######## design 1 ########
**config.mk**
```make
export PLATFORM = sky130hd
export DESIGN_NAME = systolic_tile_feeder_flat
export DESIGN_NICKNAME = d
export VERILOG_FILES = /design/src/rtl/systolic_tile_feeder_if.sv /design/src/rtl/systolic_tile_feeder.sv /design/src/flat_wrapper.sv
export SDC_FILE = /design/constraint.sdc
export NUM_CORES = 1
export LEC_CHECK = 0
export ABC_AREA = 0
export CAP_MARGIN = 30
export CELL_PAD_IN_SITES_DETAIL_PLACEMENT = 0
export CELL_PAD_IN_SITES_GLOBAL_PLACEMENT = 1
export CORE_AREA = 2 2 95 97
export CTS_CLUSTER_DIAMETER = 100
export DETAILED_ROUTE_END_ITERATION = 6
export DIE_AREA = 0 0 97 99
export GPL_TIMING_DRIVEN = 1
export PLACE_DENSITY = 0.94
export SKIP_CTS_REPAIR_TIMING = 1
export SYNTH_ARGS = -nofsm -noshare
export SYNTH_HDL_FRONTEND = slang
export SYNTH_SLANG_ARGS = --single-unit
export TNS_END_PERCENT = 10
```
**constraint.sdc**
```tcl
create_clock -name clk -period 8 [get_ports clk]
set_input_delay 0.8 -clock clk [delete_from_list [all_inputs] [get_ports clk]]
set_output_delay 0.8 -clock clk [all_outputs]
set_load 0.005 [all_outputs]
```
**src/rtl/systolic_tile_feeder_if.sv**
```systemverilog
// Host-side and array-side signals of the systolic tile feeder.
// The host drives the master end; the feeder takes the slave end.
interface systolic_tile_feeder_if #(
  parameter int WIDTH = 8
);
  logic [WIDTH-1:0] in_data;
  logic             in_valid;
  logic             in_ready;
  logic [WIDTH-1:0] out_data;
  logic             out_valid;
  logic             out_last;
  logic             busy;

  modport master (
    output in_data,
    output in_valid,
    input  in_ready,
    input  out_data,
    input  out_valid,
    input  out_last,
    input  busy
  );

  modport slave (
    input  in_data,
    input  in_valid,
    output in_ready,
    output out_data,
    output out_valid,
    output out_last,
    output busy
  );
endinterface

```
**src/rtl/systolic_tile_feeder.sv**
```systemverilog
// Loads a DEPTH x WIDTH tile, then streams it diagonally skewed.
// Optional trailing zero drain: define TILE_FEEDER_FLUSH_EN.
module systolic_tile_feeder #(
  parameter int WIDTH     = 8,
  parameter int DEPTH     = 8,
  parameter int FLUSH_LEN = 8
) (
  input  logic                clk,
  input  logic                rst,
  systolic_tile_feeder_if.slave bus
);

  localparam int WCW = (DEPTH > 1) ? $clog2(DEPTH) : 1;
  localparam int TW  = $clog2(DEPTH + WIDTH);
  localparam logic [WCW-1:0] W_LAST = WCW'(DEPTH - 1);
  localparam logic [TW-1:0]  T_LAST = TW'(DEPTH + WIDTH - 2);

`ifdef TILE_FEEDER_FLUSH_EN
  localparam int FCW = (FLUSH_LEN > 1) ? $clog2(FLUSH_LEN) : 1;
  localparam logic [FCW-1:0] F_LAST = FCW'(FLUSH_LEN - 1);

  typedef enum logic [1:0] {
    IDLE,
    LOAD,
    STREAM,
    FLUSH
  } state_e;
`else
  wire unused_flush_len = |FLUSH_LEN;

  typedef enum logic [1:0] {
    IDLE,
    LOAD,
    STREAM
  } state_e;
`endif

  state_e           state_q, state_d;
  logic [WCW-1:0]   wcnt_q, wcnt_d;
  logic [TW-1:0]    t_q, t_d;
  logic [WIDTH-1:0] tile_q [DEPTH];
  logic [WIDTH-1:0] tile_d [DEPTH];
  logic [WIDTH-1:0] out_q, out_d;
  logic             valid_q, valid_d;
  logic             last_q, last_d;
  logic             in_ready;
  logic             xfer;
  int               idx;

`ifdef TILE_FEEDER_FLUSH_EN
  logic [FCW-1:0]   fcnt_q, fcnt_d;
`endif

  assign in_ready = ~rst &
                    ((state_q == IDLE) |
                     (state_q == LOAD));
  assign xfer     = bus.in_valid & in_ready;

  assign bus.in_ready  = in_ready;
  assign bus.out_data  = out_q;
  assign bus.out_valid = valid_q;
  assign bus.out_last  = last_q;
  assign bus.busy      = (state_q != IDLE);

  always_comb begin
    state_d = state_q;
    wcnt_d  = wcnt_q;
    t_d     = t_q;
    tile_d  = tile_q;
`ifdef TILE_FEEDER_FLUSH_EN
    fcnt_d  = fcnt_q;
`endif
    unique case (state_q)
      IDLE: begin
        if (xfer) begin
          tile_d[0] = bus.in_data;
          wcnt_d    = WCW'(1);
          state_d   = LOAD;
        end
      end
      LOAD: begin
        if (xfer) begin
          tile_d[wcnt_q] = bus.in_data;
          if (wcnt_q == W_LAST) begin
            wcnt_d  = '0;
            t_d     = '0;
            state_d = STREAM;
          end else begin
            wcnt_d = wcnt_q + WCW'(1);
          end
        end
      end
      STREAM: begin
        if (t_q == T_LAST) begin
          t_d = '0;
`ifdef TILE_FEEDER_FLUSH_EN
          fcnt_d  = '0;
          state_d = FLUSH;
`else
          state_d = IDLE;
`endif
        end else begin
          t_d = t_q + TW'(1);
        end
      end
`ifdef TILE_FEEDER_FLUSH_EN
      FLUSH: begin
        if (fcnt_q == F_LAST) begin
          fcnt_d  = '0;
          state_d = IDLE;
        end else begin
          fcnt_d = fcnt_q + FCW'(1);
        end
      end
`endif
      default: state_d = IDLE;
    endcase
  end

  // Outputs are precomputed from next state so they register with it.
  always_comb begin
    out_d   = '0;
    valid_d = 1'b0;
    last_d  = 1'b0;
    idx     = 0;
    if (state_d == STREAM) begin
      valid_d = 1'b1;
`ifndef TILE_FEEDER_FLUSH_EN
      last_d  = (t_d == T_LAST);
`endif
      for (int j = 0; j < WIDTH; j++) begin
        idx = int'(t_d) - j;
        if (idx >= 0 && idx < DEPTH) begin
          out_d[j] = tile_d[idx[WCW-1:0]][j];
        end
      end
    end
`ifdef TILE_FEEDER_FLUSH_EN
    if (state_d == FLUSH) begin
      valid_d = 1'b1;
      last_d  = (fcnt_d == F_LAST);
    end
`endif
  end

  always_ff @(posedge clk) begin
    if (rst) begin
      state_q <= IDLE;
      wcnt_q  <= '0;
      t_q     <= '0;
      out_q   <= '0;
      valid_q <= 1'b0;
      last_q  <= 1'b0;
    end else begin
      state_q <= state_d;
      wcnt_q  <= wcnt_d;
      t_q     <= t_d;
      out_q   <= out_d;
      valid_q <= valid_d;
      last_q  <= last_d;
    end
  end

`ifdef TILE_FEEDER_FLUSH_EN
  always_ff @(posedge clk) begin
    if (rst) begin
      fcnt_q <= '0;
    end else begin
      fcnt_q <= fcnt_d;
    end
  end
`endif

  always_ff @(posedge clk) begin
    tile_q <= tile_d;
  end

endmodule
```
**src/flat_wrapper.sv**
```systemverilog
// flat-port wrapper written by rule: the top's interface ports become plain ports
module systolic_tile_feeder_flat 
#(
  parameter int WIDTH     = 8,
  parameter int DEPTH     = 8,
  parameter int FLUSH_LEN = 8
)
  (clk, rst, bus_in_data, bus_in_valid, bus_in_ready, bus_out_data, bus_out_valid, bus_out_last, bus_busy);
  systolic_tile_feeder_if #(.WIDTH(WIDTH)) bus_i ();
  input  logic clk;
  input  logic rst;
  input wire logic [$bits(bus_i.in_data)-1:0] bus_in_data;
  input wire logic [$bits(bus_i.in_valid)-1:0] bus_in_valid;
  output wire logic [$bits(bus_i.in_ready)-1:0] bus_in_ready;
  output wire logic [$bits(bus_i.out_data)-1:0] bus_out_data;
  output wire logic [$bits(bus_i.out_valid)-1:0] bus_out_valid;
  output wire logic [$bits(bus_i.out_last)-1:0] bus_out_last;
  output wire logic [$bits(bus_i.busy)-1:0] bus_busy;
  assign bus_i.in_data = bus_in_data;
  assign bus_i.in_valid = bus_in_valid;
  assign bus_in_ready = bus_i.in_ready;
  assign bus_out_data = bus_i.out_data;
  assign bus_out_valid = bus_i.out_valid;
  assign bus_out_last = bus_i.out_last;
  assign bus_busy = bus_i.busy;
  systolic_tile_feeder #(.WIDTH(WIDTH), .DEPTH(DEPTH), .FLUSH_LEN(FLUSH_LEN)) u_core (.clk(clk), .rst(rst), .bus(bus_i));
endmodule
```
Design 1, pin placement:
The bar under the picture is 20 um long. Pins as bars across the die edge, other pins in gray.
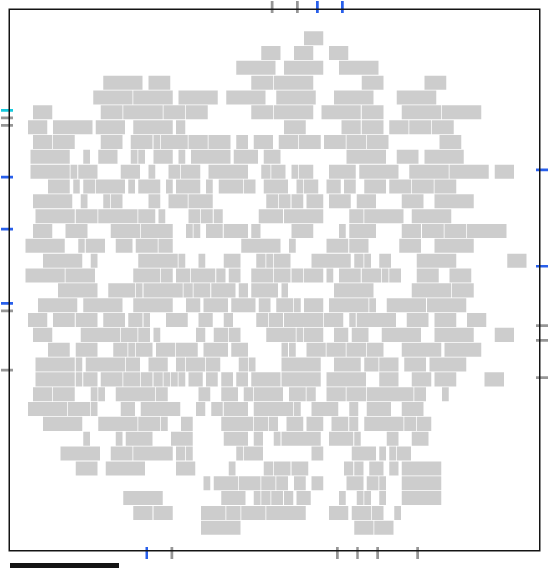
| color | port | pins | direction | edge |
|---|---|---|---|---|
| cyan | clk | 1 | input | left |
| blue | bus_out_data | 8 | output | 3 left, 2 top, 2 right, 1 bottom |
all pins by edge: 8 left, 6 bottom, 5 right, 4 top
PortBufs: 22
die y size: 99 um
die width: 97 um

==> impl_metrics.py <==
# Flow results
metrics = {
    "die": {
        "io-pin-count": 23,
    },
    "critical_path": {
        "r2r_setup_slack_ns": 4.08,
        "critPathKind": "in2reg",
        "worst_ep_arrival_time_ns": 4.32,
        "r2r_start": "u_core.wcnt_q[1]",
    },
    "synth": {
        "top_logic_kind": "multiplexers",
        "ys_cells": 413,
        "syn_inst": 413,
        "synth.largest_area_cell": "dfxtp_1",
    },
    "min_path": {
        "hold_class": "reg2reg",
    },
    "final_layout": {
        "largest_register_ffs": 64,
        "ff_count": 83,
        "diodes": 0,
    },
    "cts": {
        "cts_root_buf": "clkbuf_8",
        "cts.clk_slew.worst_paths_ns": 0.08,
    },
    "power_and_ir_drop": {
        "power_switching_w": 0.000208,
        "sw_frac_of_total_pct": 26.2,
        "pg_clk_w": 0.000271,
    },
    "sta": {
        "fmax_ghz": 0.247,
        "grt_setup_unrepaired": "no",
        "relSlewSlack_pct": 43.6,
        "hold_viol": 0,
    },
    "drt": {
        "ant_nets": 0,
        "wl_per_cell_um": 18.1,
    },
    "global_route": {
        "grt_start_max_net_pins": 30,
        "grt_overflow": 0,
    },
    "placement": {
        "dp_hpwl_um": 6680,
    },
    "run_status": {
        "status": "complete, no violations",
    },
}
Design 1, sizing map:
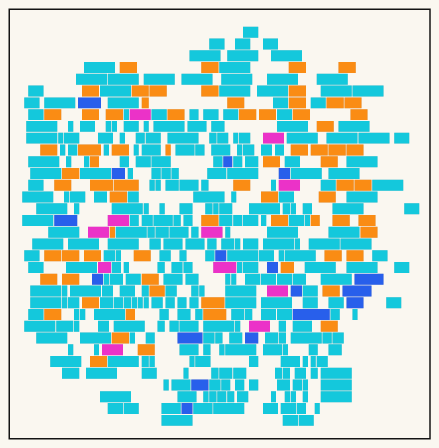
| color | size | cells | share |
|---|---|---|---|
| blue | _3 and _4 cells | 17 | 3.9% |
| cyan | _0 and _1 cells | 331 | 77% |
| magenta | _6 and larger | 11 | 2.6% |
| orange | _2 cells | 72 | 17% |
design area: 4710 sq um
final worst setup slack: 3.95 ns

-- stage by stage --
step                area (sq um)  setup slack, ns  cells
detailed placement          4540             3.65    523
floorplan                   4280             4.82    413
global placement            4520             3.27    522
CTS                         4710             4.01    539
global route                4710             3.78    539
finish                      4710             3.95    539
-- routing by layer --
layer | vias up | part of all wire [%] | global-route usage (%)
met3 | 14 | 4.5 | 3.19
met1 | 1540 | 48 | 29.8
met5 | - | 0 | 0
met4 | 0 | 1.8 | 7.26
li1 | 1553 | - | -
met2 | 85 | 45 | 31.5
-- cell usage after synthesis, types with 3 or more instances --
cell type	instances
or3_1	4
mux2i_1	14
nand4_1	4
buf_2	9
mux2_2	58
or2_2	3
a31oi_1	5
and3_1	7
inv_1	12
o32a_1	3
o31a_1	3
dfxtp_1	83
o311a_1	3
and2_1	3
a22oi_1	3
nor2_1	38
o211ai_1	5
o21ai_0	11
a21oi_1	8
nor2b_1	3
nand3b_1	3
buf_6	3
a221o_1	5
or4_1	4
buf_4	3
ha_1	20
a41o_1	3
nand2b_1	5
nand2_1	15
nand3_1	6
clkbuf_1	9

######## design 2 ########
$ cat config.mk
export PLATFORM = sky130hd
export DESIGN_NAME = pipeline_sequencer
export DESIGN_NICKNAME = d
export VERILOG_FILES = /design/src/rtl/mips_pkg.sv /design/src/rtl/pipeline_sequencer.sv
export SDC_FILE = /design/constraint.sdc
export NUM_CORES = 1
export LEC_CHECK = 0
export CORE_MARGIN = 2
export CORE_UTILIZATION = 40
export DETAILED_ROUTE_END_ITERATION = 7
export GPL_ROUTABILITY_DRIVEN = 0
export PLACE_DENSITY = 0.69
export RECOVER_POWER = 25
export SLEW_MARGIN = 10
export SYNTH_ARGS = -nofsm -noshare
export SYNTH_HDL_FRONTEND = slang
export SYNTH_SLANG_ARGS = --single-unit
$ cat constraint.sdc
create_clock -name clk -period 3.72 [get_ports clk]
set_clock_uncertainty 0.2 [all_clocks]
set_input_delay 0.744 -clock clk [delete_from_list [all_inputs] [get_ports clk]]
set_output_delay 0.744 -clock clk [all_outputs]
set_load 0.02 [all_outputs]
$ cat src/rtl/mips_pkg.sv
// Shared constants for the MIPS pipeline control blocks.
// Contents:
//   - debug command codes (RUN / STEP / DUMP / HALT)
//   - run-control FSM state encodings (also driven out on o_state)
//   - HALT opcode value recognised by decode
//   - helper deciding in which states a debug command is accepted
package mips_pkg;

    // Debug command codes on i_cmd
    localparam logic [1:0] CMD_RUN  = 2'b00;
    localparam logic [1:0] CMD_STEP = 2'b01;
    localparam logic [1:0] CMD_DUMP = 2'b10;
    localparam logic [1:0] CMD_HALT = 2'b11;

    // Run-control FSM states; values are visible to the debugger
    localparam logic [2:0] ST_IDLE    = 3'd0;
    localparam logic [2:0] ST_RUN     = 3'd1;
    localparam logic [2:0] ST_STEP    = 3'd2;
    localparam logic [2:0] ST_DUMP_RD = 3'd3;
    localparam logic [2:0] ST_DUMP_TX = 3'd4;
    localparam logic [2:0] ST_DONE    = 3'd5;

    // Primary opcode field that decode flags as HALT
    localparam logic [5:0] OP_HALT = 6'h3f;

    // Commands are only taken while the FSM is in a resting state
    function automatic logic cmd_ready_in(input logic [2:0] st);
        return (st == ST_IDLE) || (st == ST_RUN) || (st == ST_DONE);
    endfunction

endpackage

$ cat src/rtl/pipeline_sequencer.sv
// Run-control sequencer for the 5-stage MIPS pipeline.
// Gates pipeline advance from debug commands (RUN, single STEP, HALT), freezes the
// core in DONE when decode reports the HALT opcode, and streams the register file
// out through a valid/ready port on a DUMP command by borrowing regfile read port 1.
// Ports:
//   clk, i_rst_n          clock, asynchronous active-low reset
//   i_cmd_valid/i_cmd     debug command (see mips_pkg CMD_*), o_cmd_ready acknowledges
//   i_halt_instr          decode holds the HALT opcode this cycle
//   i_load_use            load-use hazard from decode
//   o_stall               freezes PC, IF/ID and ID/EX
//   o_dbg_sel             steers the external regfile port-1 mux to o_dbg_rd_addr
//   o_dbg_rd_addr         debug read address
//   i_rd_data1            regfile port-1 read data (combinational read)
//   o_dump_*/i_dump_ready dump word stream (addr + data) with handshake
//   o_state               FSM state code
//   o_cycle_count         number of cycles in which the pipeline advanced
module pipeline_sequencer
    import mips_pkg::*;
#(
    parameter int NB_DATA = 32,
    parameter int NB_ADDR = 5,
    parameter int N_REGS  = 32,
    parameter int NB_CYC  = 32
) (
    input  logic               clk,
    input  logic               i_rst_n,
    input  logic               i_cmd_valid,
    input  logic [1:0]         i_cmd,
    output logic               o_cmd_ready,
    input  logic               i_halt_instr,
    input  logic               i_load_use,
    output logic               o_stall,
    output logic               o_dbg_sel,
    output logic [NB_ADDR-1:0] o_dbg_rd_addr,
    input  logic [NB_DATA-1:0] i_rd_data1,
    output logic               o_dump_valid,
    output logic [NB_ADDR-1:0] o_dump_addr,
    output logic [NB_DATA-1:0] o_dump_data,
    input  logic               i_dump_ready,
    output logic [2:0]         o_state,
    output logic [NB_CYC-1:0]  o_cycle_count
);

    localparam logic [NB_ADDR-1:0] LAST_IDX = NB_ADDR'(N_REGS - 1);

    logic [2:0]         state_q, state_d;
    logic [NB_ADDR-1:0] idx_q, idx_d;
    logic               ret_done_q, ret_done_d;  // 1: dump returns to DONE, 0: to IDLE
    logic               dump_valid_q, dump_valid_d;
    logic [NB_ADDR-1:0] dump_addr_q, dump_addr_d;
    logic [NB_DATA-1:0] dump_data_q, dump_data_d;
    logic [NB_CYC-1:0]  cycle_count_q, cycle_count_d;

    logic cmd_ready;
    logic cmd_accept;
    logic stall;

    assign cmd_ready  = cmd_ready_in(state_q);
    assign cmd_accept = i_cmd_valid && cmd_ready;
    // Hazard stall is combined here so ID sees a single freeze signal
    assign stall      = !((state_q == ST_RUN) || (state_q == ST_STEP)) || i_load_use;

    always_comb begin
        state_d       = state_q;
        idx_d         = idx_q;
        ret_done_d    = ret_done_q;
        dump_valid_d  = dump_valid_q;
        dump_addr_d   = dump_addr_q;
        dump_data_d   = dump_data_q;
        cycle_count_d = stall ? cycle_count_q : cycle_count_q + NB_CYC'(1);

        case (state_q)
            ST_IDLE: begin
                if (cmd_accept) begin
                    case (i_cmd)
                        CMD_RUN:  state_d = ST_RUN;
                        CMD_STEP: state_d = ST_STEP;
                        CMD_DUMP: begin
                            state_d    = ST_DUMP_RD;
                            ret_done_d = 1'b0;
                        end
                        default:  state_d = ST_IDLE;
                    endcase
                end
            end
            ST_RUN: begin
                // HALT opcode wins over a simultaneous HALT command
                if (i_halt_instr) begin
                    state_d = ST_DONE;
                end else if (cmd_accept && (i_cmd == CMD_HALT)) begin
                    state_d = ST_IDLE;
                end
            end
            ST_STEP: begin
                // Held while the hazard stalls; the first clean cycle is the step
                if (i_halt_instr) begin
                    state_d = ST_DONE;
                end else if (!i_load_use) begin
                    state_d = ST_IDLE;
                end
            end
            ST_DUMP_RD: begin
                dump_valid_d = 1'b1;
                dump_addr_d  = idx_q;
                dump_data_d  = i_rd_data1;
                state_d      = ST_DUMP_TX;
            end
            ST_DUMP_TX: begin
                if (i_dump_ready) begin
                    dump_valid_d = 1'b0;
                    if (idx_q == LAST_IDX) begin
                        idx_d   = '0;
                        state_d = ret_done_q ? ST_DONE : ST_IDLE;
                    end else begin
                        idx_d   = idx_q + NB_ADDR'(1);
                        state_d = ST_DUMP_RD;
                    end
                end
            end
            ST_DONE: begin
                if (cmd_accept && (i_cmd == CMD_DUMP)) begin
                    state_d    = ST_DUMP_RD;
                    ret_done_d = 1'b1;
                end
            end
            default: state_d = ST_IDLE;
        endcase
    end

    always_ff @(posedge clk or negedge i_rst_n) begin
        if (!i_rst_n) begin
            state_q       <= ST_IDLE;
            idx_q         <= '0;
            ret_done_q    <= 1'b0;
            dump_valid_q  <= 1'b0;
            dump_addr_q   <= '0;
            dump_data_q   <= '0;
            cycle_count_q <= '0;
        end else begin
            state_q       <= state_d;
            idx_q         <= idx_d;
            ret_done_q    <= ret_done_d;
            dump_valid_q  <= dump_valid_d;
            dump_addr_q   <= dump_addr_d;
            dump_data_q   <= dump_data_d;
            cycle_count_q <= cycle_count_d;
        end
    end

    // Port 1 is borrowed for the whole dump, released as soon as the FSM leaves it
    assign o_dbg_sel     = (state_q == ST_DUMP_RD) || (state_q == ST_DUMP_TX);
    assign o_dbg_rd_addr = idx_q;
    assign o_cmd_ready   = cmd_ready;
    assign o_stall       = stall;
    assign o_dump_valid  = dump_valid_q;
    assign o_dump_addr   = dump_addr_q;
    assign o_dump_data   = dump_data_q;
    assign o_state       = state_q;
    assign o_cycle_count = cycle_count_q;

endmodule

Design 2, sizing map:
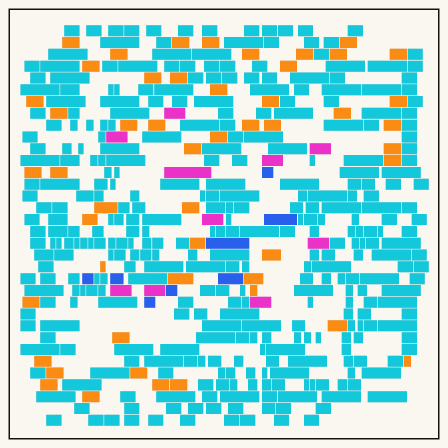
| color | size | cells | share |
|---|---|---|---|
| orange | _2 cells | 50 | 12% |
| magenta | _6 and larger | 10 | 2.4% |
| blue | _3 and _4 cells | 8 | 1.9% |
| cyan | _0 and _1 cells | 346 | 84% |
Layout area overhead: 41.7%
nonclk buf count: 122
final worst setup slack: 0.450 ns

Design 2, local utilization:
The die is cut into 10 by 10 equal tiles; white is low, dark blue is high, 0 to 100% covered.
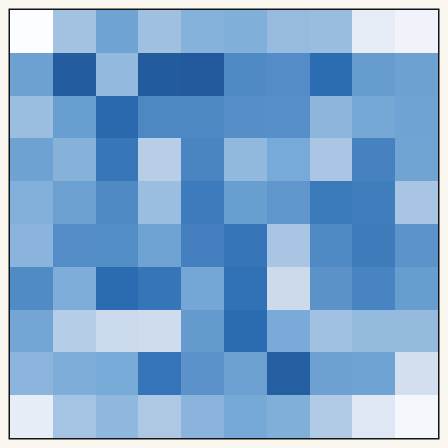
nearly empty tiles: 1.0%
mean over tiles: 51%
fullest tile: 83%
tiles over 75% full: 8.0%

==> impl_metrics.py <==
# Flow results
metrics = {
    "run_status": {
        "status": "finished, violations left",
        "violations": "max-capacitance violations, max-slew violations",
    },
    "critical_path": {
        "cp_slowest_cell": "clkdlybuf4s50_1",
        "worst_ep_arrival_time_ns": 2.33,
        "max_stage_delay_ns": 0.63,
    },
    "synth": {
        "top_cells_by_count": "79 x dfrtp_1, 40 x mux2_2, 27 x xnor2_1, 18 x nand3_1, 16 x nand2_1",
        "area_leaders": "dfrtp_1 55%, mux2_2 13%, xnor2_1 6.6%, nand3_1 2.5%, ha_1 2.4%",
        "async_flop_share_pct": 100,
    },
    "drt": {
        "dr_total_vias": 2644,
        "wl_per_cell_um": 14.6,
    },
    "cts": {
        "holdBufCountCts": 0,
    },
    "run": {
        "maxCapViolCount": 1,
    },
    "power_and_ir_drop": {
        "power.leakage_nw": 2.07,
        "combPwrFrac_pct": 45.2,
        "sw_frac_of_total_pct": 36.0,
        "intPower_w": 0.00228,
        "finalPower_w": 0.00356,
    },
    "final_layout": {
        "nClkBuffers": 11,
        "combGateArea_sq_um": 1540,
        "fillers": 735,
    },
    "die": {
        "nWellTaps": 108,
        "die_x_um": 98.6,
    },
    "sta": {
        "maxSlewViolCount": 80,
    },
}
[cells in the final DEF (no fill, tap or decap), types with 2 or more instances in the layout]
master / synthesis / layout
a21o_1: 2 / 2
a21oi_1: 7 / 7
a221oi_1: 2 / 2
and2_1: 3 / 3
and3_1: 6 / 6
buf_4: 0 / 2
clkbuf_1: 4 / 2
clkbuf_8: 0 / 9
clkdlybuf4s50_1: 0 / 119
clkinvlp_4: 0 / 2
dfrtp_1: 79 / 79
ha_1: 7 / 7
inv_1: 5 / 5
mux2_2: 40 / 40
nand2_1: 16 / 16
nand2b_1: 3 / 3
nand3_1: 18 / 18
nand3b_1: 2 / 2
nand4_1: 13 / 13
nor2_1: 6 / 6
nor3_1: 6 / 6
nor4_1: 2 / 2
nor4_2: 3 / 3
o21ai_0: 4 / 4
o31ai_1: 5 / 5
xnor2_1: 27 / 27
xor2_1: 4 / 4
[kinds of logic after synthesis]
kind of cell	count (synthesis)	synth area share (%)
mux	40	12.6
xor+xnor	32	8.04
fa+ha+maj	7	2.45
buf+inv	16	1.85
compound gates	26	5.00
flops	79	55.2
simple gates	86	14.9

######## design 3 ########
Design 3, sizing map:
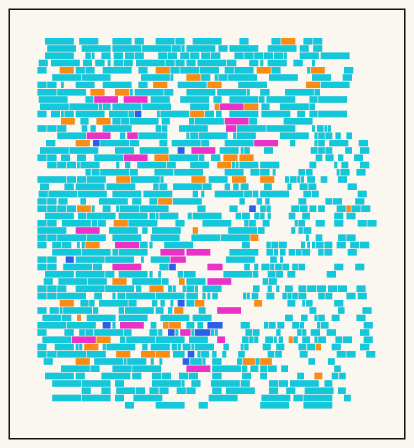
Design 3, cell placement:
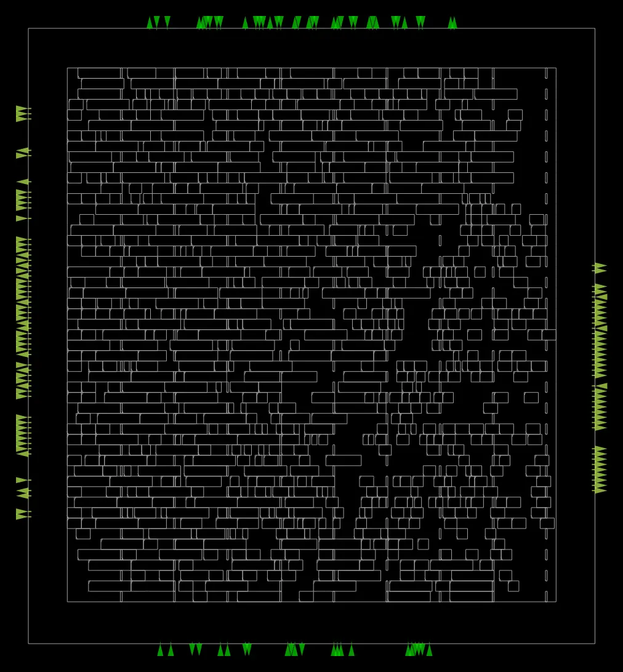
[src/rtl/wb_arbiter.sv]
// Writeback arbiter: two buffered producers (ALU, LSU) merged round-robin onto one register-file write port.
// Optional macro WB_ZERO_GUARD_EN: writes to register 0 are accepted but dropped, and PEND_MASK[0] is held at 0.
module wb_arbiter #(
   parameter int unsigned DEPTH = 2
) (
   input  logic        CLK,
   input  logic        RST,
   input  logic        ALU_VALID,
   output logic        ALU_READY,
   input  logic [4:0]  ALU_WADDR,
   input  logic [31:0] ALU_WDATA,
   input  logic        LSU_VALID,
   output logic        LSU_READY,
   input  logic [4:0]  LSU_WADDR,
   input  logic [31:0] LSU_WDATA,
   output logic        WE,
   output logic [4:0]  WADDR,
   output logic [31:0] WDATA,
   output logic [31:0] PEND_MASK
);

   localparam int unsigned PW = $clog2(DEPTH);
   localparam int unsigned CW = PW + 1;

   typedef enum logic {GNT_ALU, GNT_LSU} grant_e;

   // Source index 0 is the ALU, 1 is the LSU.
   logic [4:0]    addr_q [2][DEPTH];
   logic [31:0]   data_q [2][DEPTH];
   logic [PW-1:0] wr_q [2];
   logic [PW-1:0] rd_q [2];
   logic [CW-1:0] cnt_q [2];
   logic [CW-1:0] cnt_d [2];
   logic [4:0]    in_addr [2];
   logic [31:0]   in_data [2];
   logic [1:0]    in_valid, ready, push, pop, nonempty;
   logic          sel;
   grant_e        last_q, last_d;
   logic          we_q;
   logic [4:0]    waddr_q;
   logic [31:0]   wdata_q;
   logic [31:0]   pend;

   assign in_valid   = {LSU_VALID, ALU_VALID};
   assign in_addr[0] = ALU_WADDR;
   assign in_addr[1] = LSU_WADDR;
   assign in_data[0] = ALU_WDATA;
   assign in_data[1] = LSU_WDATA;
   assign sel        = pop[1];

   always_comb begin
      pop    = '0;
      last_d = last_q;
      for (int unsigned s = 0; s < 2; s++) begin
         ready[s]    = (cnt_q[s] < CW'(DEPTH));
         nonempty[s] = (cnt_q[s] != '0);
         push[s]     = in_valid[s] && ready[s];
`ifdef WB_ZERO_GUARD_EN
         if (in_addr[s] == '0) push[s] = 1'b0;
`endif
      end
      // The grant flag only moves when both sources contend.
      if (&nonempty) begin
         if (last_q == GNT_LSU) begin
            pop[0] = 1'b1;
            last_d = GNT_ALU;
         end else begin
            pop[1] = 1'b1;
            last_d = GNT_LSU;
         end
      end else begin
         pop = nonempty;
      end
      for (int unsigned s = 0; s < 2; s++) begin
         cnt_d[s] = cnt_q[s] + CW'(push[s]) - CW'(pop[s]);
      end
   end

   always_ff @(posedge CLK) begin
      if (RST) begin
         for (int unsigned s = 0; s < 2; s++) begin
            wr_q[s]  <= '0;
            rd_q[s]  <= '0;
            cnt_q[s] <= '0;
         end
         last_q  <= GNT_LSU;
         we_q    <= 1'b0;
         waddr_q <= '0;
         wdata_q <= '0;
      end else begin
         for (int unsigned s = 0; s < 2; s++) begin
            if (push[s]) begin
               addr_q[s][wr_q[s]] <= in_addr[s];
               data_q[s][wr_q[s]] <= in_data[s];
               wr_q[s]            <= wr_q[s] + 1'b1;
            end
            if (pop[s]) rd_q[s] <= rd_q[s] + 1'b1;
            cnt_q[s] <= cnt_d[s];
         end
         last_q <= last_d;
         we_q   <= |pop;
         if (|pop) begin
            waddr_q <= addr_q[sel][rd_q[sel]];
            wdata_q <= data_q[sel][rd_q[sel]];
         end
      end
   end

   always_comb begin
      logic [PW-1:0] off;
      off  = '0;
      pend = '0;
      for (int unsigned s = 0; s < 2; s++) begin
         for (int unsigned i = 0; i < DEPTH; i++) begin
            // Slot i is live when its distance from the read pointer is below the count.
            off = PW'(i) - rd_q[s];
            if ({1'b0, off} < cnt_q[s]) pend[addr_q[s][i]] = 1'b1;
         end
      end
      if (we_q) pend[waddr_q] = 1'b1;
`ifdef WB_ZERO_GUARD_EN
      pend[0] = 1'b0;
`endif
   end

   assign ALU_READY = ready[0];
   assign LSU_READY = ready[1];
   assign WE        = we_q;
   assign WADDR     = waddr_q;
   assign WDATA     = wdata_q;
   assign PEND_MASK = pend;

endmodule
[config.mk]
export PLATFORM = sky130hd
export DESIGN_NAME = wb_arbiter
export DESIGN_NICKNAME = d
export VERILOG_FILES = /design/src/rtl/wb_arbiter.sv
export SDC_FILE = /design/constraint.sdc
export NUM_CORES = 1
export LEC_CHECK = 0
export CAP_MARGIN = 20
export CORE_ASPECT_RATIO = 1.1
export CORE_MARGIN = 10
export CORE_UTILIZATION = 50
export CTS_CLUSTER_DIAMETER = 50
export DETAILED_ROUTE_END_ITERATION = 7
export PLACE_DENSITY = 0.76
export RECOVER_POWER = 50
export SETUP_SLACK_MARGIN = 0.3
export SLEW_MARGIN = 0
export SYNTH_ARGS = -nofsm -noshare
export SYNTH_HDL_FRONTEND = slang
export SYNTH_SLANG_ARGS = --single-unit
[constraint.sdc]
create_clock -name CLK -period 5.4 [get_ports CLK]
set_input_delay 1.08 -clock CLK [delete_from_list [all_inputs] [get_ports CLK]]
set_output_delay 1.08 -clock CLK [all_outputs]
set_load 0.01 [all_outputs]
==> impl_metrics.py <==
# Flow results
metrics = {
    "critical_path": {
        "r2r_cells": 5,
        "start_kind": "input port",
        "crit_top_cell": "clkbuf_1",
    },
    "synth": {
        "synth.largest_area_cell": "edfxtp_1",
    },
    "power_and_ir_drop": {
        "power_leader": "registers",
        "power_switching_w": 0.00191,
        "pg_clk_w": 0.00122,
        "intPower_w": 0.00330,
    },
    "placement": {
        "dp_hpwl_um": 17500,
        "placed_cell_area_sq_um": 10600,
    },
    "run": {
        "maxCapViolCount": 3,
    },
    "drt": {
        "drt_iter0_drc": 496,
        "firstDrtPassIters": 5,
    },
    "sta": {
        "maxSlewViolCount": 106,
        "holdWs_ns": 0.547,
        "timing.setup.tns_ns": 0,
    },
    "run_status": {
        "violations": "max-capacitance violations, max-slew violations",
        "status": "finished, violations left",
    },
    "cts": {
        "cts_buffer_depth": 2,
        "clkSinkCount": 195,
    },
    "die": {
        "fp_util_pct": 50.5,
    },
}
About 'sizing map' of design 3:
| color | size | cells | share |
|---|---|---|---|
| cyan | _0 and _1 cells | 717 | 89% |
| magenta | _6 and larger | 24 | 3.0% |
| blue | _3 and _4 cells | 13 | 1.6% |
| orange | _2 cells | 53 | 6.6% |
Layout area overhead: 25.0%
final worst setup slack: 1.26 ns
nonclk buf count: 162
design area: 11,100 sq um

About 'cell placement' of design 3:
Rows: 51
CORE AREA: 17,600 sq um
flop count: 195

-- per-layer routing --
layer	routed length, um	GRT usage (%)
met1	10000	26.3
met4	969	10.0
met2	12200	33.9
met5	0	0
met3	1970	5.14
-- worst register-to-register path, delay by kind of cell, from the launching register on --
kind,cells,cell delay (ns)
buf+inv,1,1.34
compound gates,2,0.76
simple gates,2,0.46
flops,1,0.38
-- logic make-up (layout without fill, tap and decap cells) --
kind of cell / count (synthesis) / count (layout) / synth area share (%)
XOR/XNOR: 5 / 5 / 0.492
flip-flops: 195 / 195 / 61.0
buffers and inverters: 64 / 204 / 3.15
AND-OR/OR-AND: 167 / 167 / 18.2
multiplexers: 37 / 37 / 4.16
AND/OR/NAND/NOR: 195 / 195 / 12.4
adder cells (fa/ha/maj): 4 / 4 / 0.563
-- area by class of cell --
| type | instances | area, sq um | share of cell area [%] |
|---|---|---|---|
| flip-flops and latches | 195 | 5430 | 48.8 |
| multi-input cells | 408 | 3220 | 28.9 |
| repair buffers | 162 | 1560 | 14.0 |
| clock buffers | 18 | 429 | 3.86 |
| well taps | 238 | 298 | 2.68 |
| clock inverters | 14 | 155 | 1.39 |
| inverters | 10 | 37.5 | 0.337 |

######## design 4 ########
$ cat src/rtl/instruction_fetch_pkg.sv
// Shared types and constants for the instruction fetch slice.
// Imported by fetch_out_reg and instruction_fetch.
package fetch_pkg;

  typedef enum logic [1:0] {
    BOOT = 2'd0,
    RUN  = 2'd1,
    HALT = 2'd2
  } fetch_state_t;

  localparam logic [31:0] PC_STEP           = 32'd4;
  localparam logic [31:0] DEFAULT_RESET_PC  = 32'h0000_0000;
  localparam logic [31:0] DEFAULT_HALT_WORD = 32'hFFFF_FFFF;

endpackage

$ cat src/rtl/instruction_fetch_if.sv
// Downstream IF/ID handshake bundle: fetch side is master, decode side is slave.
interface instruction_fetch_if;

  logic        OutValid;
  logic        OutReady;
  logic [31:0] OutInstr;
  logic [31:0] OutPC;
  logic [31:0] OutPCPlus4;

  modport master (
    output OutValid,
    output OutInstr,
    output OutPC,
    output OutPCPlus4,
    input  OutReady
  );

  modport slave (
    input  OutValid,
    input  OutInstr,
    input  OutPC,
    input  OutPCPlus4,
    output OutReady
  );

endinterface

$ cat src/rtl/instruction_fetch_out_reg.sv
// IF/ID holding register: load, hold, flush, and valid drop on acceptance.
// Flush clears only the valid bit; the payload is left unchanged.
module fetch_out_reg
  import fetch_pkg::*;
(
  input  logic        clk,
  input  logic        rst_n,
  input  logic        load,
  input  logic        flush,
  input  logic        ready,
  input  logic [31:0] d_instr,
  input  logic [31:0] d_pc,
  input  logic [31:0] d_pcplus4,
  output logic        valid,
  output logic [31:0] instr,
  output logic [31:0] pc,
  output logic [31:0] pcplus4
);

  // Payload and valid register; flush outranks load, load outranks acceptance.
  always_ff @(posedge clk) begin
    if (!rst_n) begin
      valid   <= 1'b0;
      instr   <= 32'h0000_0000;
      pc      <= 32'h0000_0000;
      pcplus4 <= 32'h0000_0000;
    end else if (flush) begin
      valid <= 1'b0;
    end else if (load) begin
      valid   <= 1'b1;
      instr   <= d_instr;
      pc      <= d_pc;
      pcplus4 <= d_pcplus4;
    end else if (ready) begin
      valid <= 1'b0;
    end else begin
      valid <= valid;
    end
  end

endmodule

$ cat src/rtl/instruction_fetch.sv
// Fetch stage: PC register, BOOT/RUN/HALT FSM, next-PC mux and IF/ID register.
// Optional FETCH_ALIGN_CHECK_EN halts on misaligned redirects and sets MisalignErr.
module instruction_fetch
  import fetch_pkg::*;
#(
  parameter logic [31:0] RESET_PC  = DEFAULT_RESET_PC,
  parameter logic [31:0] HALT_WORD = DEFAULT_HALT_WORD
) (
  input  logic                       Clk,
  input  logic                       Reset,
  output logic [31:0]                PC,
  input  logic [31:0]                InstructionCode,
  input  logic                       RedirectValid,
  input  logic [31:0]                RedirectPC,
  output logic                       MisalignErr,
  instruction_fetch_if.master        out_if
);

  fetch_state_t state_r;
  fetch_state_t state_nxt_s;
  logic [31:0]  pc_r;
  logic [31:0]  pc_nxt_s;
  logic [31:0]  pc_plus4_s;
  logic [31:0]  redirect_pc_s;
  logic         redirect_s;
  logic         capture_s;
  logic         halt_hit_s;
  logic         misalign_req_s;
  logic         load_s;
  logic         flush_s;

  assign pc_plus4_s    = pc_r + PC_STEP;
  assign redirect_pc_s = RedirectPC & ~32'h0000_0003;
  assign redirect_s    = RedirectValid && (state_r != BOOT);
  assign capture_s     = (state_r == RUN) && (!out_if.OutValid || out_if.OutReady);
  assign halt_hit_s    = (InstructionCode == HALT_WORD);
  assign PC            = pc_r;

`ifdef FETCH_ALIGN_CHECK_EN
  logic misalign_r;

  assign misalign_req_s = redirect_s && (RedirectPC[1:0] != 2'b00);
  assign MisalignErr    = misalign_r;

  // Sticky misalignment flag, cleared only by reset.
  always_ff @(posedge Clk) begin
    if (!Reset) begin
      misalign_r <= 1'b0;
    end else if (misalign_req_s) begin
      misalign_r <= 1'b1;
    end else begin
      misalign_r <= misalign_r;
    end
  end
`else
  assign misalign_req_s = 1'b0;
  assign MisalignErr    = 1'b0;
`endif

  // State and PC registers.
  always_ff @(posedge Clk) begin
    if (!Reset) begin
      state_r <= BOOT;
      pc_r    <= RESET_PC;
    end else begin
      state_r <= state_nxt_s;
      pc_r    <= pc_nxt_s;
    end
  end

  // Next-state logic; a redirect outranks capture and halt detection.
  always_comb begin
    state_nxt_s = state_r;
    case (state_r)
      BOOT: state_nxt_s = RUN;
      RUN: begin
        if (redirect_s) begin
          state_nxt_s = misalign_req_s ? HALT : RUN;
        end else if (capture_s && halt_hit_s) begin
          state_nxt_s = HALT;
        end else begin
          state_nxt_s = RUN;
        end
      end
      HALT: begin
        if (redirect_s) begin
          state_nxt_s = misalign_req_s ? HALT : RUN;
        end else begin
          state_nxt_s = HALT;
        end
      end
      default: state_nxt_s = BOOT;
    endcase
  end

  // Output decode: register controls and next-PC mux.
  always_comb begin
    load_s   = capture_s && !redirect_s;
    flush_s  = redirect_s;
    pc_nxt_s = pc_r;
    if (redirect_s) begin
      pc_nxt_s = redirect_pc_s;
    end else if (capture_s && !halt_hit_s) begin
      pc_nxt_s = pc_plus4_s;
    end else begin
      pc_nxt_s = pc_r;
    end
  end

  fetch_out_reg u_out_reg (
    .clk       (Clk),
    .rst_n     (Reset),
    .load      (load_s),
    .flush     (flush_s),
    .ready     (out_if.OutReady),
    .d_instr   (InstructionCode),
    .d_pc      (pc_r),
    .d_pcplus4 (pc_plus4_s),
    .valid     (out_if.OutValid),
    .instr     (out_if.OutInstr),
    .pc        (out_if.OutPC),
    .pcplus4   (out_if.OutPCPlus4)
  );

endmodule

$ cat src/flat_wrapper.sv
// flat-port wrapper written by rule: the top's interface ports become plain ports
module instruction_fetch_flat import fetch_pkg::*;
#(
  parameter logic [31:0] RESET_PC  = DEFAULT_RESET_PC,
  parameter logic [31:0] HALT_WORD = DEFAULT_HALT_WORD
)
  (Clk, Reset, PC, InstructionCode, RedirectValid, RedirectPC, MisalignErr, out_if_OutValid, out_if_OutInstr, out_if_OutPC, out_if_OutPCPlus4, out_if_OutReady);
  instruction_fetch_if out_if_i ();
  input  logic Clk;
  input  logic Reset;
  output logic [31:0] PC;
  input  logic [31:0] InstructionCode;
  input  logic RedirectValid;
  input  logic [31:0] RedirectPC;
  output logic MisalignErr;
  output wire logic [$bits(out_if_i.OutValid)-1:0] out_if_OutValid;
  output wire logic [$bits(out_if_i.OutInstr)-1:0] out_if_OutInstr;
  output wire logic [$bits(out_if_i.OutPC)-1:0] out_if_OutPC;
  output wire logic [$bits(out_if_i.OutPCPlus4)-1:0] out_if_OutPCPlus4;
  input wire logic [$bits(out_if_i.OutReady)-1:0] out_if_OutReady;
  assign out_if_OutValid = out_if_i.OutValid;
  assign out_if_OutInstr = out_if_i.OutInstr;
  assign out_if_OutPC = out_if_i.OutPC;
  assign out_if_OutPCPlus4 = out_if_i.OutPCPlus4;
  assign out_if_i.OutReady = out_if_OutReady;
  instruction_fetch #(.RESET_PC(RESET_PC), .HALT_WORD(HALT_WORD)) u_core (.Clk(Clk), .Reset(Reset), .PC(PC), .InstructionCode(InstructionCode), .RedirectValid(RedirectValid), .RedirectPC(RedirectPC), .MisalignErr(MisalignErr), .out_if(out_if_i));
endmodule
$ cat config.mk
export PLATFORM = sky130hd
export DESIGN_NAME = instruction_fetch_flat
export DESIGN_NICKNAME = d
export VERILOG_FILES = /design/src/rtl/instruction_fetch_pkg.sv /design/src/rtl/instruction_fetch_if.sv /design/src/rtl/instruction_fetch_out_reg.sv /design/src/rtl/instruction_fetch.sv /design/src/flat_wrapper.sv
export SDC_FILE = /design/constraint.sdc
export NUM_CORES = 1
export LEC_CHECK = 0
export CORE_MARGIN = 2
export CORE_UTILIZATION = 42
export CTS_CLUSTER_DIAMETER = 50
export DETAILED_ROUTE_END_ITERATION = 6
export GPL_TIMING_DRIVEN = 0
export PLACE_DENSITY = 0.82
export REMOVE_ABC_BUFFERS = 1
export SYNTH_ARGS = -nofsm -noshare
export SYNTH_HDL_FRONTEND = slang
export SYNTH_HIERARCHICAL = 1
export SYNTH_SLANG_ARGS = --single-unit
$ cat constraint.sdc
create_clock -name Clk -period 2.09 [get_ports Clk]
set_input_delay 0.418 -clock Clk [delete_from_list [all_inputs] [get_ports Clk]]
set_output_delay 0.418 -clock Clk [all_outputs]
set_load 0.005 [all_outputs]
Design 4, cell placement:
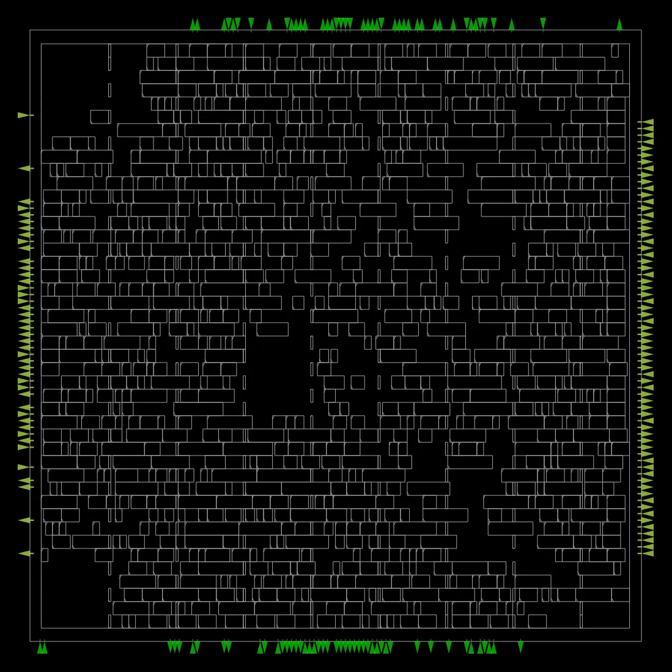
fillcell total: 1,241
flop count: 129
Finished Layout Cells: 1,106
Rows: 44
well tap count: 184

==> impl_metrics.py <==
# Flow results
metrics = {
    "run_status": {
        "status": "complete, no violations",
    },
    "final_layout": {
        "combGateArea_sq_um": 3410,
        "diodes": 0,
        "sh_comb_area_pct": 36.8,
        "nNonClkBuffers": 222,
        "fin_util_pct": 64.2,
        "drive_above_1_share_pct": 12.4,
    },
    "cts": {
        "holdBufCountCts": 0,
        "clkSinkCount": 129,
        "clk_latency_ns": 0.42,
    },
    "global_route": {
        "grt_start_max_net_pins": 120,
        "globalRouteTotalUtil_pct": 21.9,
    },
    "critical_path": {
        "cp_slowest_cell": "or4_4",
        "critPathKind": "reg2reg",
        "startpoint": "u_core/PC[11]",
        "r2r_cells": 5,
        "end_kind": "flop",
    },
    "sta": {
        "fin_crit_sh_pct": 99.6,
        "fin_ws_ns": 0.00735,
        "setup_violations": 0,
    },
    "synth": {
        "ys_sh_mux_pct": 15.6,
        "top_cell_area_share_pct": 41.8,
    },
    "die": {
        "die_x_um": 125,
        "fp.dieArea_sq_um": 15700,
    },
    "placement": {
        "dp_hpwl_um": 11500,
        "preCtsSetupSlack_ns": -1.27,
    },
    "drt": {
        "wl_per_cell_um": 16.0,
    },
}
[worst min-delay path by stage]
| stage | startpoint | end | slack, ns | depth (start not counted) |
|---|---|---|---|---|
| after detailed placement | u_core/u_out_reg/pc[31] | u_core/u_out_reg/pc[31] | 0.44 | 2 |
| after floorplan | u_core/u_out_reg/instr[0] | u_core/u_out_reg/instr[0] | 0.45 | 2 |
| final | u_core/u_out_reg/instr[5] | u_core/u_out_reg/instr[5] | 0.46 | 2 |
| after CTS | u_core/u_out_reg/pcplus4[7] | u_core/u_out_reg/pcplus4[7] | 0.46 | 2 |
| after global routing | u_core/u_out_reg/instr[23] | u_core/u_out_reg/instr[23] | 0.47 | 2 |
| after global placement | u_core/u_out_reg/pcplus4[2] | u_core/u_out_reg/pcplus4[2] | 0.44 | 2 |
[metal layers]
metal  track usage (%)  share of wire, %
met1              27.2                45
met2              37.0                48
met3              5.35               5.7
met4              8.10               1.9
met5                 0                 0
[registers in the layout, indices dropped and copies added (netlist names)]
register,flops
u_core/PC,30
u_core/u_out_reg/pc,32
u_core/u_out_reg/instr,32
u_core/u_out_reg/pcplus4,32
u_core/u_out_reg/valid,1
u_core/state_r,2

######## design 5 ########
--- config.mk ---
export PLATFORM = sky130hd
export DESIGN_NAME = pio_rx_snoop
export DESIGN_NICKNAME = d
export VERILOG_FILES = /design/src/rtl/pio_rx_snoop.sv
export SDC_FILE = /design/constraint.sdc
export NUM_CORES = 1
export LEC_CHECK = 0
export ABC_CLOCK_PERIOD_IN_PS = 2500
export CAP_MARGIN = 20
export CORE_ASPECT_RATIO = 1.5
export CORE_MARGIN = 3
export CORE_UTILIZATION = 46
export CTS_CLUSTER_DIAMETER = 200
export DETAILED_ROUTE_END_ITERATION = 6
export PLACE_DENSITY = 0.82
export SYNTH_ARGS = -nofsm -noshare
export SYNTH_HDL_FRONTEND = slang
export SYNTH_SLANG_ARGS = --single-unit
--- constraint.sdc ---
create_clock -name clk -period 2.5 [get_ports clk]
set_input_delay 0.5 -clock clk [delete_from_list [all_inputs] [get_ports clk]]
set_output_delay 0.5 -clock clk [all_outputs]
set_load 0.005 [all_outputs]
--- src/rtl/pio_rx_snoop.sv ---
// pio_rx_snoop: copies inbound RX AXIS TLP beats into a 72-bit FIFO and follows each TLP with GAP idle words
module pio_rx_snoop #(
  parameter int GAP = 3
) (
  input  logic        clk,
  input  logic        sys_rst_n,
  input  logic [63:0] m_axis_rx_tdata,
  input  logic [7:0]  m_axis_rx_tkeep,
  input  logic        m_axis_rx_tlast,
  input  logic        m_axis_rx_tvalid,
  output logic        m_axis_rx_tready,
  input  logic        snoop_en,
  output logic [71:0] din,
  output logic        wr_en,
  input  logic        full,
  output logic [1:0]  last_fmt,
  output logic [4:0]  last_type,
  output logic [9:0]  last_length,
  output logic [7:0]  tlp_pktcount,
  output logic [7:0]  drop_pktcount
);
  typedef enum logic [1:0] {S_IDLE, S_DATA, S_DROP, S_GAP} state_t;
  localparam logic [2:0] G = 3'(GAP);
  state_t state, state_nx;
  logic [2:0] gap_cnt, gap_cnt_nx;
  logic acc, first, cap, cap_end, drop_end, wr;
  // Handshake, capture decode and next state; tready closes during idle words and while in reset
  always_comb begin
    m_axis_rx_tready = sys_rst_n && (state == S_DROP || (state != S_GAP && !full));
    acc = m_axis_rx_tvalid && m_axis_rx_tready;
    first = acc && state == S_IDLE;
    cap = (first && snoop_en) || (acc && state == S_DATA);
    cap_end = cap && m_axis_rx_tlast;
    drop_end = acc && m_axis_rx_tlast && ((first && !snoop_en) || state == S_DROP);
    wr = cap || (state == S_GAP && !full);
    state_nx = state;
    gap_cnt_nx = gap_cnt;
    if (cap_end) begin
      state_nx = G != 3'd0 ? S_GAP : S_IDLE;
      gap_cnt_nx = G;
    end else if (first)
      state_nx = m_axis_rx_tlast ? S_IDLE : snoop_en ? S_DATA : S_DROP;
    else if (drop_end)
      state_nx = S_IDLE;
    else if (state == S_GAP && !full) begin
      gap_cnt_nx = gap_cnt - 3'd1;
      state_nx = gap_cnt == 3'd1 ? S_IDLE : S_GAP;
    end
  end
  // State, FIFO write port, header latch and packet counters
  always_ff @(posedge clk or negedge sys_rst_n) begin
    if (!sys_rst_n) begin
      state <= S_IDLE;
      gap_cnt <= 3'd0;
      wr_en <= 1'b0;
      din <= 72'h0;
      last_fmt <= 2'd0;
      last_type <= 5'd0;
      last_length <= 10'd0;
      tlp_pktcount <= 8'd0;
      drop_pktcount <= 8'd0;
    end else begin
      state <= state_nx;
      gap_cnt <= gap_cnt_nx;
      wr_en <= wr;
      if (wr) din <= state == S_GAP ? 72'h0 : {m_axis_rx_tkeep, m_axis_rx_tdata};
      if (first && snoop_en) begin
        last_fmt <= m_axis_rx_tdata[30:29];
        last_type <= m_axis_rx_tdata[28:24];
        last_length <= m_axis_rx_tdata[9:0];
      end
      if (cap_end) tlp_pktcount <= tlp_pktcount + 8'd1;
      if (drop_end) drop_pktcount <= drop_pktcount + 8'd1;
    end
  end
endmodule

==> impl_metrics.py <==
# Flow results
metrics = {
    "run_status": {
        "status": "complete, no violations",
    },
    "critical_path": {
        "path_cells": "dlygate4sd3_1 -> buf_4 -> buf_4 -> buf_4",
        "max_stage_delay_ns": 0.69,
        "path_buffers": 4,
        "r2r_start": "state[1]",
        "crit_family": "buffers and inverters",
    },
    "drt": {
        "dr_total_vias": 3763,
        "drt_wl_total_um": 12200,
    },
    "sta": {
        "hold_viol": 0,
        "setup_violations": 0,
        "fin_ws_ns": 0.386,
        "maxSlewViolCount": 0,
    },
    "final_layout": {
        "fin_cells": 742,
        "lay_top_count": "clkdlybuf4s50_1",
        "lay_top_cells": "182 x clkdlybuf4s50_1, 153 x nand2_1, 111 x dfrtp_1",
        "diodes": 0,
    },
    "die": {
        "num_rows": 43,
        "core_sq_um": 9420,
    },
    "run": {
        "maxCapViolCount": 0,
    },
    "power_and_ir_drop": {
        "p_seq_w": 0.00285,
        "power_density_nw_per_um2": 1010,
    },
    "cts": {
        "cts_buffer_depth": 2,
        "cts_inserted_buffers": 9,
        "cts_root_buf": "clkbuf_16",
    },
    "synth": {
        "numSynthFlops": 111,
        "synthAdderAreaFrac_pct": 1.10,
        "yosysWarnings": 0,
        "area_leaders": "dfrtp_1 61%, nand2_1 13%, o21ai_0 8.3%, mux2_2 4.2%, xnor2_1 2.7%",
        "top_cell_area_share_pct": 61.1,
    },
    "global_route": {
        "grt_pass1_vias": 3862,
    },
}
worst max-delay path by stage:
stage	depth (start not counted)	endpoint	slack (ns)
3_5_place_dp	5	m_axis_rx_tready	0.19
2_1_floorplan	5	tlp_pktcount[1]	0.97
6_report	4	din[12]	0.39
3_3_place_gp	5	m_axis_rx_tready	0.20
4_1_cts	5	m_axis_rx_tready	0.06
5_1_grt	4	last_type[4]	0.10
layout make-up:
| type | instances | area (sq um) | share of cell area (%) |
|---|---|---|---|
| clock buffer | 13 | 260 | 3.82 |
| clock inverter | 3 | 65.1 | 0.954 |
| inverter | 6 | 22.5 | 0.330 |
| multi-input combinational | 304 | 1610 | 23.5 |
| sequential | 111 | 2780 | 40.7 |
| tap | 112 | 140 | 2.05 |
| timing repair buffer | 193 | 1950 | 28.6 |
worst register-to-register path, delay by kind of cell, from the launching register on:
kind,cells,cell delay [ns]
AND/OR/NAND/NOR,2,0.61
flip-flops,1,0.47
multiplexers,1,0.45
layer usage:
metal,track usage [%],vias up
met2,38.7,129
met4,11.2,0
li1,-,1811
met5,0,-
met3,5.53,34
met1,25.1,1789
Design 5, local utilization:
The die is cut into 9 by 13 equal tiles; white is low, dark blue is high, 0 to 100% covered.
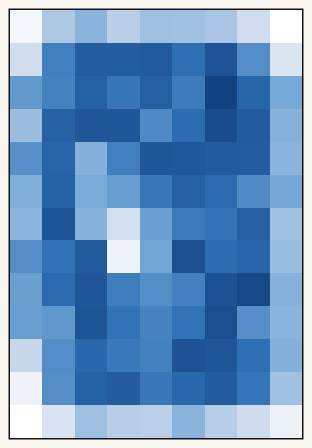
mean over tiles: 60%
emptiest ninth of the die: lower left
tiles over 75% full: 36%



==> layout pictures side by side <==
Cell placement.
picture 1
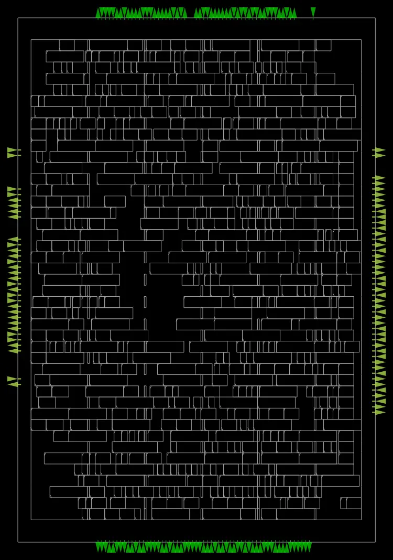
picture 2
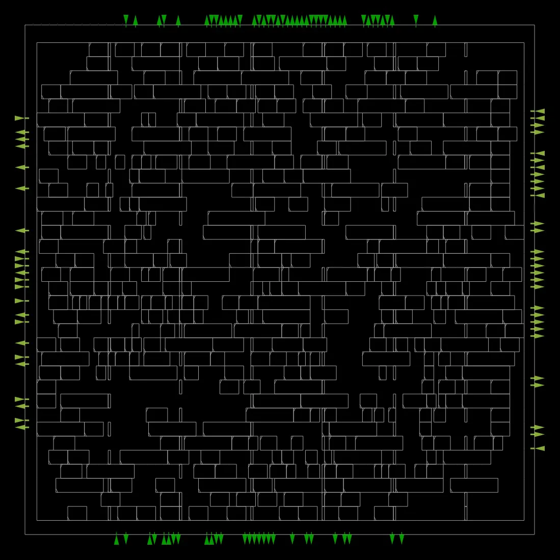
picture 3
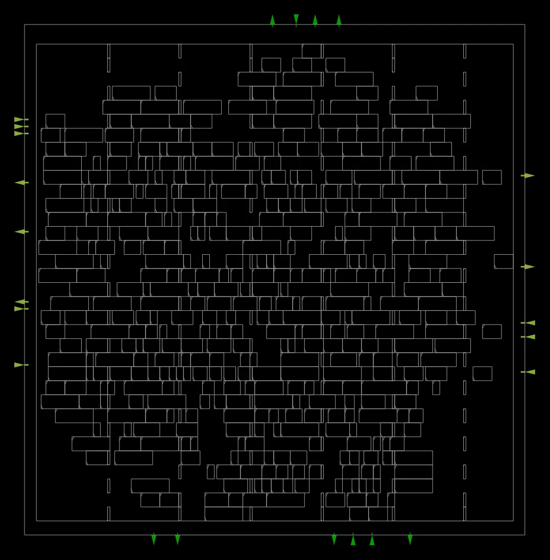
- most cells: picture 1
- most sequential cells: picture 1
| picture | from |
|---|---|
| picture 3 | design 1 |
| picture 1 | design 5 |
| picture 2 | design 2 |

